# ---- pulse_width_decoder_flat ----
### Sequential cells grouped by signal name, pulse_width_decoder_flat

Other sequential cells in the stronger grey, the rest of the logic in the fainter grey.
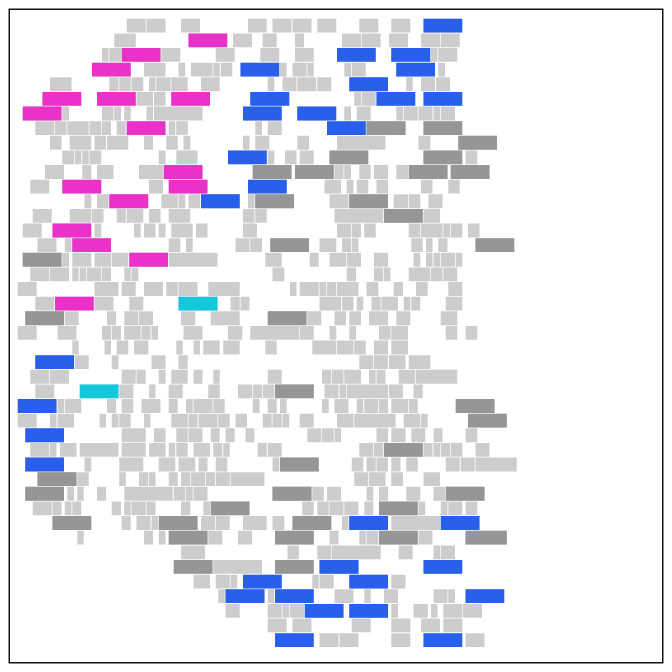
===== src/rtl/pulse_width_decoder_if.sv =====
// Timing-line bundle between the trigger counter side and the decoder.
// The slave modport is the decoder's view; master is the line driver/observer.
interface pulse_width_decoder_if;
    logic        cf_in;
    logic        busy;
    logic        valid;
    logic        err;
    logic [1:0]  mult;
    logic [31:0] len;
    logic [15:0] pulse_cnt;

    modport master (
        output cf_in,
        input  busy,
        input  valid,
        input  err,
        input  mult,
        input  len,
        input  pulse_cnt
    );

    modport slave (
        input  cf_in,
        output busy,
        output valid,
        output err,
        output mult,
        output len,
        output pulse_cnt
    );
endinterface


===== src/rtl/pulse_width_decoder.sv =====
// Measures each low phase of the idle-high timing line and decodes its length
// back into the multiplier m (length ~ TVALUE*2^m), flagging bad or overlong
// pulses. All outputs are registered.
module pulse_width_decoder #(
    parameter int unsigned TVALUE = 7,
    parameter int unsigned TOL    = 1
) (
    input  logic                    clk,
    input  logic                    reset,
    pulse_width_decoder_if.slave    bus
);

    localparam logic [31:0] TOL_W = 32'(TOL);
    localparam logic [31:0] NOM0  = 32'(TVALUE);
    localparam logic [31:0] NOM1  = 32'(TVALUE * 2);
    localparam logic [31:0] NOM2  = 32'(TVALUE * 4);
    localparam logic [31:0] NOM3  = 32'(TVALUE * 8);
    localparam logic [31:0] LMAX  = 32'(TVALUE * 8 + TOL);

    typedef enum logic [1:0] {
        ARM     = 2'd0,
        IDLE    = 2'd1,
        MEASURE = 2'd2,
        OVERRUN = 2'd3
    } state_t;

    // Window test written so the unsigned compare never underflows.
    function automatic logic in_win(input logic [31:0] l, input logic [31:0] n);
        return ((l + TOL_W) >= n) && (l <= (n + TOL_W));
    endfunction

    // Returns {hit, m} for the smallest matching multiplier.
    function automatic logic [2:0] decode(input logic [31:0] l);
        logic [2:0] r;
        if (in_win(l, NOM0)) begin
            r = 3'b100;
        end else if (in_win(l, NOM1)) begin
            r = 3'b101;
        end else if (in_win(l, NOM2)) begin
            r = 3'b110;
        end else if (in_win(l, NOM3)) begin
            r = 3'b111;
        end else begin
            r = 3'b000;
        end
        return r;
    endfunction

    state_t      state_r, state_s;
    logic [31:0] cnt_r, cnt_s;
    logic        busy_r, busy_s;
    logic        valid_r, valid_s;
    logic        err_r, err_s;
    logic [1:0]  mult_r, mult_s;
    logic [31:0] len_r, len_s;
    logic [15:0] pulse_cnt_r, pulse_cnt_s;
    logic [2:0]  dec_s;

    // State register and registered outputs; reset wins over everything.
    always_ff @(posedge clk) begin
        if (reset) begin
            state_r     <= ARM;
            cnt_r       <= 32'd0;
            busy_r      <= 1'b0;
            valid_r     <= 1'b0;
            err_r       <= 1'b0;
            mult_r      <= 2'd0;
            len_r       <= 32'd0;
            pulse_cnt_r <= 16'd0;
        end else begin
            state_r     <= state_s;
            cnt_r       <= cnt_s;
            busy_r      <= busy_s;
            valid_r     <= valid_s;
            err_r       <= err_s;
            mult_r      <= mult_s;
            len_r       <= len_s;
            pulse_cnt_r <= pulse_cnt_s;
        end
    end

    // Next-state, low-phase counting and decode of a finished pulse.
    always_comb begin
        state_s     = state_r;
        cnt_s       = cnt_r;
        valid_s     = 1'b0;
        err_s       = 1'b0;
        mult_s      = mult_r;
        len_s       = len_r;
        pulse_cnt_s = pulse_cnt_r;
        dec_s       = decode(cnt_r);
        case (state_r)
            ARM: begin
                // A low phase already in progress is skipped entirely.
                if (bus.cf_in) begin
                    state_s = IDLE;
                end else begin
                    state_s = ARM;
                end
            end
            IDLE: begin
                if (!bus.cf_in) begin
                    state_s = MEASURE;
                    cnt_s   = 32'd1;
                end else begin
                    state_s = IDLE;
                end
            end
            MEASURE: begin
                if (!bus.cf_in) begin
                    if (cnt_r < LMAX) begin
                        cnt_s = cnt_r + 32'd1;
                    end else begin
                        state_s = OVERRUN;
                        err_s   = 1'b1;
                        len_s   = LMAX + 32'd1;
                    end
                end else begin
                    state_s = IDLE;
                    len_s   = cnt_r;
                    if (dec_s[2]) begin
                        valid_s     = 1'b1;
                        mult_s      = dec_s[1:0];
                        pulse_cnt_s = pulse_cnt_r + 16'd1;
                    end else begin
                        err_s = 1'b1;
                    end
                end
            end
            OVERRUN: begin
                if (bus.cf_in) begin
                    state_s = IDLE;
                end else begin
                    state_s = OVERRUN;
                end
            end
            default: begin
                state_s = ARM;
            end
        endcase
        busy_s = (state_s == MEASURE);
    end

    assign bus.busy      = busy_r;
    assign bus.valid     = valid_r;
    assign bus.err       = err_r;
    assign bus.mult      = mult_r;
    assign bus.len       = len_r;
    assign bus.pulse_cnt = pulse_cnt_r;

endmodule


===== src/flat_wrapper.sv =====
// flat-port wrapper written by rule: the top's interface ports become plain ports
module pulse_width_decoder_flat 
#(
    parameter int unsigned TVALUE = 7,
    parameter int unsigned TOL    = 1
)
  (clk, reset, bus_cf_in, bus_busy, bus_valid, bus_err, bus_mult, bus_len, bus_pulse_cnt);
  pulse_width_decoder_if bus_i ();
  input  logic clk;
  input  logic reset;
  input wire logic [$bits(bus_i.cf_in)-1:0] bus_cf_in;
  output wire logic [$bits(bus_i.busy)-1:0] bus_busy;
  output wire logic [$bits(bus_i.valid)-1:0] bus_valid;
  output wire logic [$bits(bus_i.err)-1:0] bus_err;
  output wire logic [$bits(bus_i.mult)-1:0] bus_mult;
  output wire logic [$bits(bus_i.len)-1:0] bus_len;
  output wire logic [$bits(bus_i.pulse_cnt)-1:0] bus_pulse_cnt;
  assign bus_i.cf_in = bus_cf_in;
  assign bus_busy = bus_i.busy;
  assign bus_valid = bus_i.valid;
  assign bus_err = bus_i.err;
  assign bus_mult = bus_i.mult;
  assign bus_len = bus_i.len;
  assign bus_pulse_cnt = bus_i.pulse_cnt;
  pulse_width_decoder #(.TVALUE(TVALUE), .TOL(TOL)) u_core (.clk(clk), .reset(reset), .bus(bus_i));
endmodule

===== config.mk =====
export PLATFORM = sky130hd
export DESIGN_NAME = pulse_width_decoder_flat
export DESIGN_NICKNAME = d
export VERILOG_FILES = /design/src/rtl/pulse_width_decoder_if.sv /design/src/rtl/pulse_width_decoder.sv /design/src/flat_wrapper.sv
export SDC_FILE = /design/constraint.sdc
export NUM_CORES = 1
export LEC_CHECK = 0
export CORE_UTILIZATION = 30
export CTS_CLUSTER_DIAMETER = 40
export DETAILED_ROUTE_END_ITERATION = 16
export SKIP_LAST_GASP = 1
export SLEW_MARGIN = 10
export SYNTH_ARGS = -nofsm -noshare
export SYNTH_HDL_FRONTEND = slang
export SYNTH_SLANG_ARGS = --single-unit

===== constraint.sdc =====
create_clock -name clk -period 3.1 [get_ports clk]
set_input_delay 0.31 -clock clk [delete_from_list [all_inputs] [get_ports clk]]
set_output_delay 0.31 -clock clk [all_outputs]
set_load 0.005 [all_outputs]

==> flow_summary.toml <==
# physical design summary
[place]
place_hpwl_um = 8340
io_buffer_count = 55

[finish]
clkbuf_count = 9
nonClkBufAreaFrac = 0.159

[drt]
wl_met2_um = 5920
ant_nets = 0

[floorplanning]
fp.dieH_um = 121

[power_and_ir_drop]
powerComb_mw = 0.0602
comb_power_share = 0.027

[global_route]
grt_pass1_wl_um = 19300
grt_start_max_net_pins = 62
overflow = 0

[cts]
cts_root_buf = "clkbuf_16"

[synthesis]
synth-seq-area-share = 0.408

[status]
status = "finished, final reports clean"
## Picture notes: 'Sequential cells grouped by signal name' of pulse_width_decoder_flat
u_core.bus.len: in blue, sequential cells 32. u_core.bus.pulse_cnt: in magenta, sequential cells 16, where north-west. u_core.bus.mult: in cyan, sequential cells 2.
sequential share of cell area: 0.312
Register Area: 0.00174 sq mm

registers in the layout (all words and copies together) (netlist names):
register	count
u_core.bus.len	32
u_core.cnt_r	32
u_core.bus.pulse_cnt	16
u_core.bus.mult	2
u_core.state_r	2
u_core.bus.busy	1
u_core.bus.err	1
u_core.bus.valid	1
kinds of logic after synthesis:
family / share of synthesized area
AND/OR/NAND/NOR: 0.301
AND-OR/OR-AND: 0.176
flip-flops: 0.408
buffers and inverters: 0.0443
multiplexers: 0.0387
XOR/XNOR: 0.0164
adder cells (fa/ha/maj): 0.0147

# ---- lif_membrane_integrator ----
### Sequential cells grouped by signal name, lif_membrane_integrator

Other sequential cells in the stronger grey, the rest of the logic in the fainter grey.
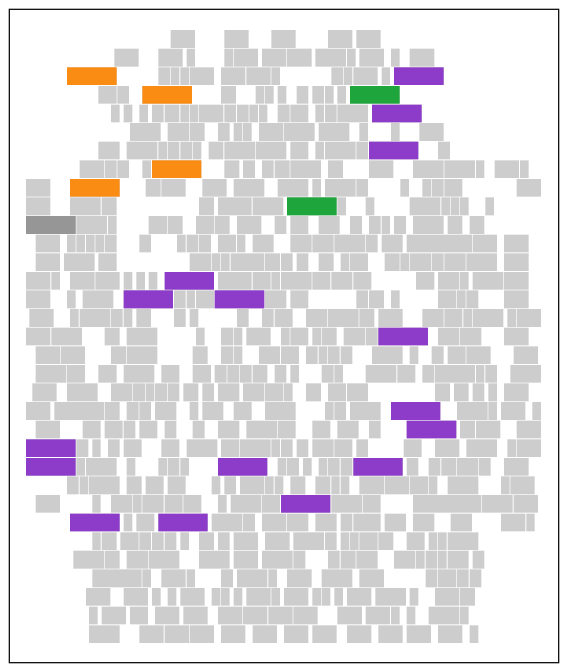
### Clock wires, drivers and flops, lif_membrane_integrator

Bar = 20 um.
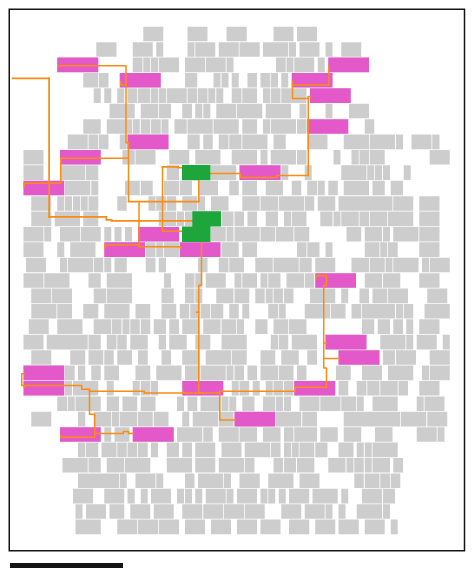
===== config.mk =====
export PLATFORM = sky130hd
export DESIGN_NAME = lif_membrane_integrator
export DESIGN_NICKNAME = d
export VERILOG_FILES = /design/src/rtl/lif_membrane_integrator.sv
export SDC_FILE = /design/constraint.sdc
export NUM_CORES = 1
export LEC_CHECK = 0
export CORE_ASPECT_RATIO = 1.2
export CORE_MARGIN = 2
export CORE_UTILIZATION = 50
export DETAILED_ROUTE_END_ITERATION = 16
export PLACE_DENSITY = 0.89
export RECOVER_POWER = 25
export SYNTH_ARGS = -nofsm -noshare
export SYNTH_HDL_FRONTEND = slang
export SYNTH_SLANG_ARGS = --single-unit
export TNS_END_PERCENT = 100

===== constraint.sdc =====
create_clock -name clk -period 4.6 [get_ports clk]
set_clock_uncertainty 0.1 [all_clocks]
set_input_delay 0.46 -clock clk [delete_from_list [all_inputs] [get_ports clk]]
set_output_delay 0.46 -clock clk [all_outputs]
set_load 0.01 [all_outputs]

===== src/rtl/lif_membrane_integrator.sv =====
// Leaky integrate-and-fire membrane: saturating weight accumulation, per-step leak, threshold compare, refractory hold.
// Latency: step at t -> leaked potential visible t+2, spike pulse during t+3; weight accepted in IDLE lands next cycle.
// Backpressure: weight_ready_o low outside IDLE (LEAK/CMP) and during reset; steps arriving while busy are dropped.
module lif_membrane_integrator #(
    parameter int DSIZE     = 16,
    parameter int REFRACT_W = 4
) (
    input  logic                 clk,
    input  logic                 rst,
    input  logic                 weight_valid_i,
    input  logic [DSIZE-1:0]     weight_i,
    output logic                 weight_ready_o,
    input  logic                 step_i,
    input  logic [DSIZE-1:0]     leak_i,
    input  logic [DSIZE-1:0]     threshold_i,
    input  logic [DSIZE-1:0]     reset_potential_i,
    input  logic [REFRACT_W-1:0] refractory_i,
    output logic                 spike_o,
    output logic [DSIZE-1:0]     potential_o,
    output logic                 refractory_o
);

    typedef enum logic [1:0] {
        IDLE = 2'd0,
        LEAK = 2'd1,
        CMP  = 2'd2
    } state_t;

    state_t               state_q, state_d;
    logic [DSIZE-1:0]     pot_q, pot_d;
    logic [REFRACT_W-1:0] refr_q, refr_d;
    logic                 spike_q, spike_d;

    logic [DSIZE:0]       add_ext;
    logic [DSIZE:0]       sub_ext;
    logic                 fire;

    // Clamp a DSIZE+1 bit result: the extra sign bit disagreeing with the MSB means overflow,
    // and the extra bit tells which rail to clamp to.
    function automatic logic [DSIZE-1:0] sat(input logic [DSIZE:0] ext);
        if (ext[DSIZE] != ext[DSIZE-1])
            return ext[DSIZE] ? {1'b1, {(DSIZE-1){1'b0}}} : {1'b0, {(DSIZE-1){1'b1}}};
        else
            return ext[DSIZE-1:0];
    endfunction

    assign add_ext = {pot_q[DSIZE-1], pot_q} + {weight_i[DSIZE-1], weight_i};
    assign sub_ext = {pot_q[DSIZE-1], pot_q} - {leak_i[DSIZE-1], leak_i};
    assign fire    = $signed(pot_q) >= $signed(threshold_i);

    assign weight_ready_o = (state_q == IDLE) && !rst;
    assign refractory_o   = (refr_q != '0);
    assign spike_o        = spike_q;
    assign potential_o    = pot_q;

    // Next-state: integrate in IDLE, leak in LEAK, fire decision in CMP.
    always_comb begin
        state_d = state_q;
        pot_d   = pot_q;
        refr_d  = refr_q;
        spike_d = 1'b0;
        case (state_q)
            IDLE: begin
                // Weights seen while refractory are consumed but discarded.
                if (weight_valid_i && (refr_q == '0))
                    pot_d = sat(add_ext);
                if (step_i) begin
                    if (refr_q == '0)
                        state_d = LEAK;
                    else
                        refr_d = refr_q - REFRACT_W'(1);
                end
            end
            LEAK: begin
                pot_d   = sat(sub_ext);
                state_d = CMP;
            end
            CMP: begin
                if (fire) begin
                    spike_d = 1'b1;
                    pot_d   = reset_potential_i;
                    refr_d  = refractory_i;
                end
                state_d = IDLE;
            end
            default: state_d = IDLE;
        endcase
    end

    // State registers with synchronous reset; reset also kills a spike about to be issued.
    always_ff @(posedge clk) begin
        if (rst) begin
            state_q <= IDLE;
            pot_q   <= '0;
            refr_q  <= '0;
            spike_q <= 1'b0;
        end else begin
            state_q <= state_d;
            pot_q   <= pot_d;
            refr_q  <= refr_d;
            spike_q <= spike_d;
        end
    end

endmodule


==> flow_summary.toml <==
# physical design summary
[run]
tool_warnings = 33

[floorplanning]
fp-utilization = 0.514
die-area_sq_mm = 0.00764
taps = 87
core_sq_mm = 0.00677

[worst_setup_path]
critPathArrivalTime_ns = 4.37
cp_num_cells = 15
worst-r2r-cell-count = 14
reg2reg_to = "potential_o[8]$_SDFFE_PP0P_"
cp_max_fo = 14

[cts]
cts_made_buffers = 3
cts_root_buf = "clkbuf_8"
hold_buffers = 0
cts_tree = "yes"
clk_pin_slew_ns = 0.09
cts.repair.resized = 0
cts_buffer_depth = 2
cts_sinks = 23

[sta]
fmax_mhz = 233
period_used_share = 0.935
final_max_slew_viol_count = 0

[synthesis]
synth-xor-area-share = 0.0579
largest_area_cell = "ha_1"
most_common_cell = "nand2_1"
synthFlopType = "dfxtp_1"
synthArstFlopShare = 0

[power_and_ir_drop]
comb_power_share = 0.789
power_leader = "combinational cells"
powerComb_mw = 1.76
p_int_mw = 1.09
p_sw_mw = 1.14
powerDensity_mw_per_mm2 = 494
seq_power_share = 0.150

[finish]
ff_count = 23
clock_cell_area_share = 0.0103
combAreaFraction = 0.617
area_dominant_class = "logic gates"

[global_route]
globalRouteMet1Util = 0.316
grt_start_max_net_pins = 25
grt_util_all_layers = 0.271
grt_pass1_vias = 3723

[drt]
drt-initial-drc-count = 244
wl_per_cell_um = 15.9
top_layer = "met4"
met3WireLength_um = 474
wl_um = 10200

[status]
status = "finished, final reports clean"
## Picture notes: 'Sequential cells grouped by signal name' of lif_membrane_integrator
refr_q: in orange, sequential cells 4, where north-west. state_q: in green, sequential cells 2. potential_o: in purple, sequential cells 16.
Another 1 sequential cells are not coloured.
Register Area: 460 sq um
fin util: 0.665

## Picture notes: 'Clock wires, drivers and flops' of lif_membrane_integrator
cells driving clock nets: in green, count 3. clock wires: in orange, length 385 um. flip-flops: in magenta, count 23.
There are 4 routed clock nets.
Late-Pin Clk Latency: 0.27 ns
Clk network pwr share: 0.061

## stage by stage
| stage | std cells | total power [mW] | hold WS [ns] | setup slack [ns] |
|---|---|---|---|---|
| 3_3_place_gp | 641 | 2.01 | 0.388 | 0.250 |
| 4_1_cts | 645 | 2.21 | 0.430 | 0.379 |
| 6_report | 645 | 2.23 | 0.429 | 0.299 |
| 2_1_floorplan | 474 | 1.58 | 0.376 | 0.900 |
| 3_5_place_dp | 641 | 2.07 | 0.419 | 0.0814 |
| 5_1_grt | 645 | 2.42 | 0.464 | 0.0249 |


## Gallery

Track usage over the die.
image #1
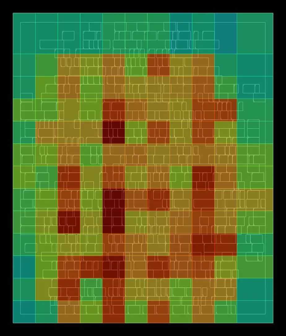
image #2
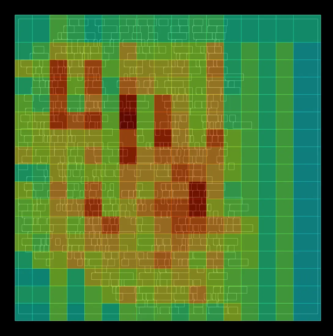
- highest track usage: image #1
| picture | from |
|---|---|
| image #1 | lif_membrane_integrator |
| image #2 | pulse_width_decoder_flat |

Power and IR drop assume default switching activity.
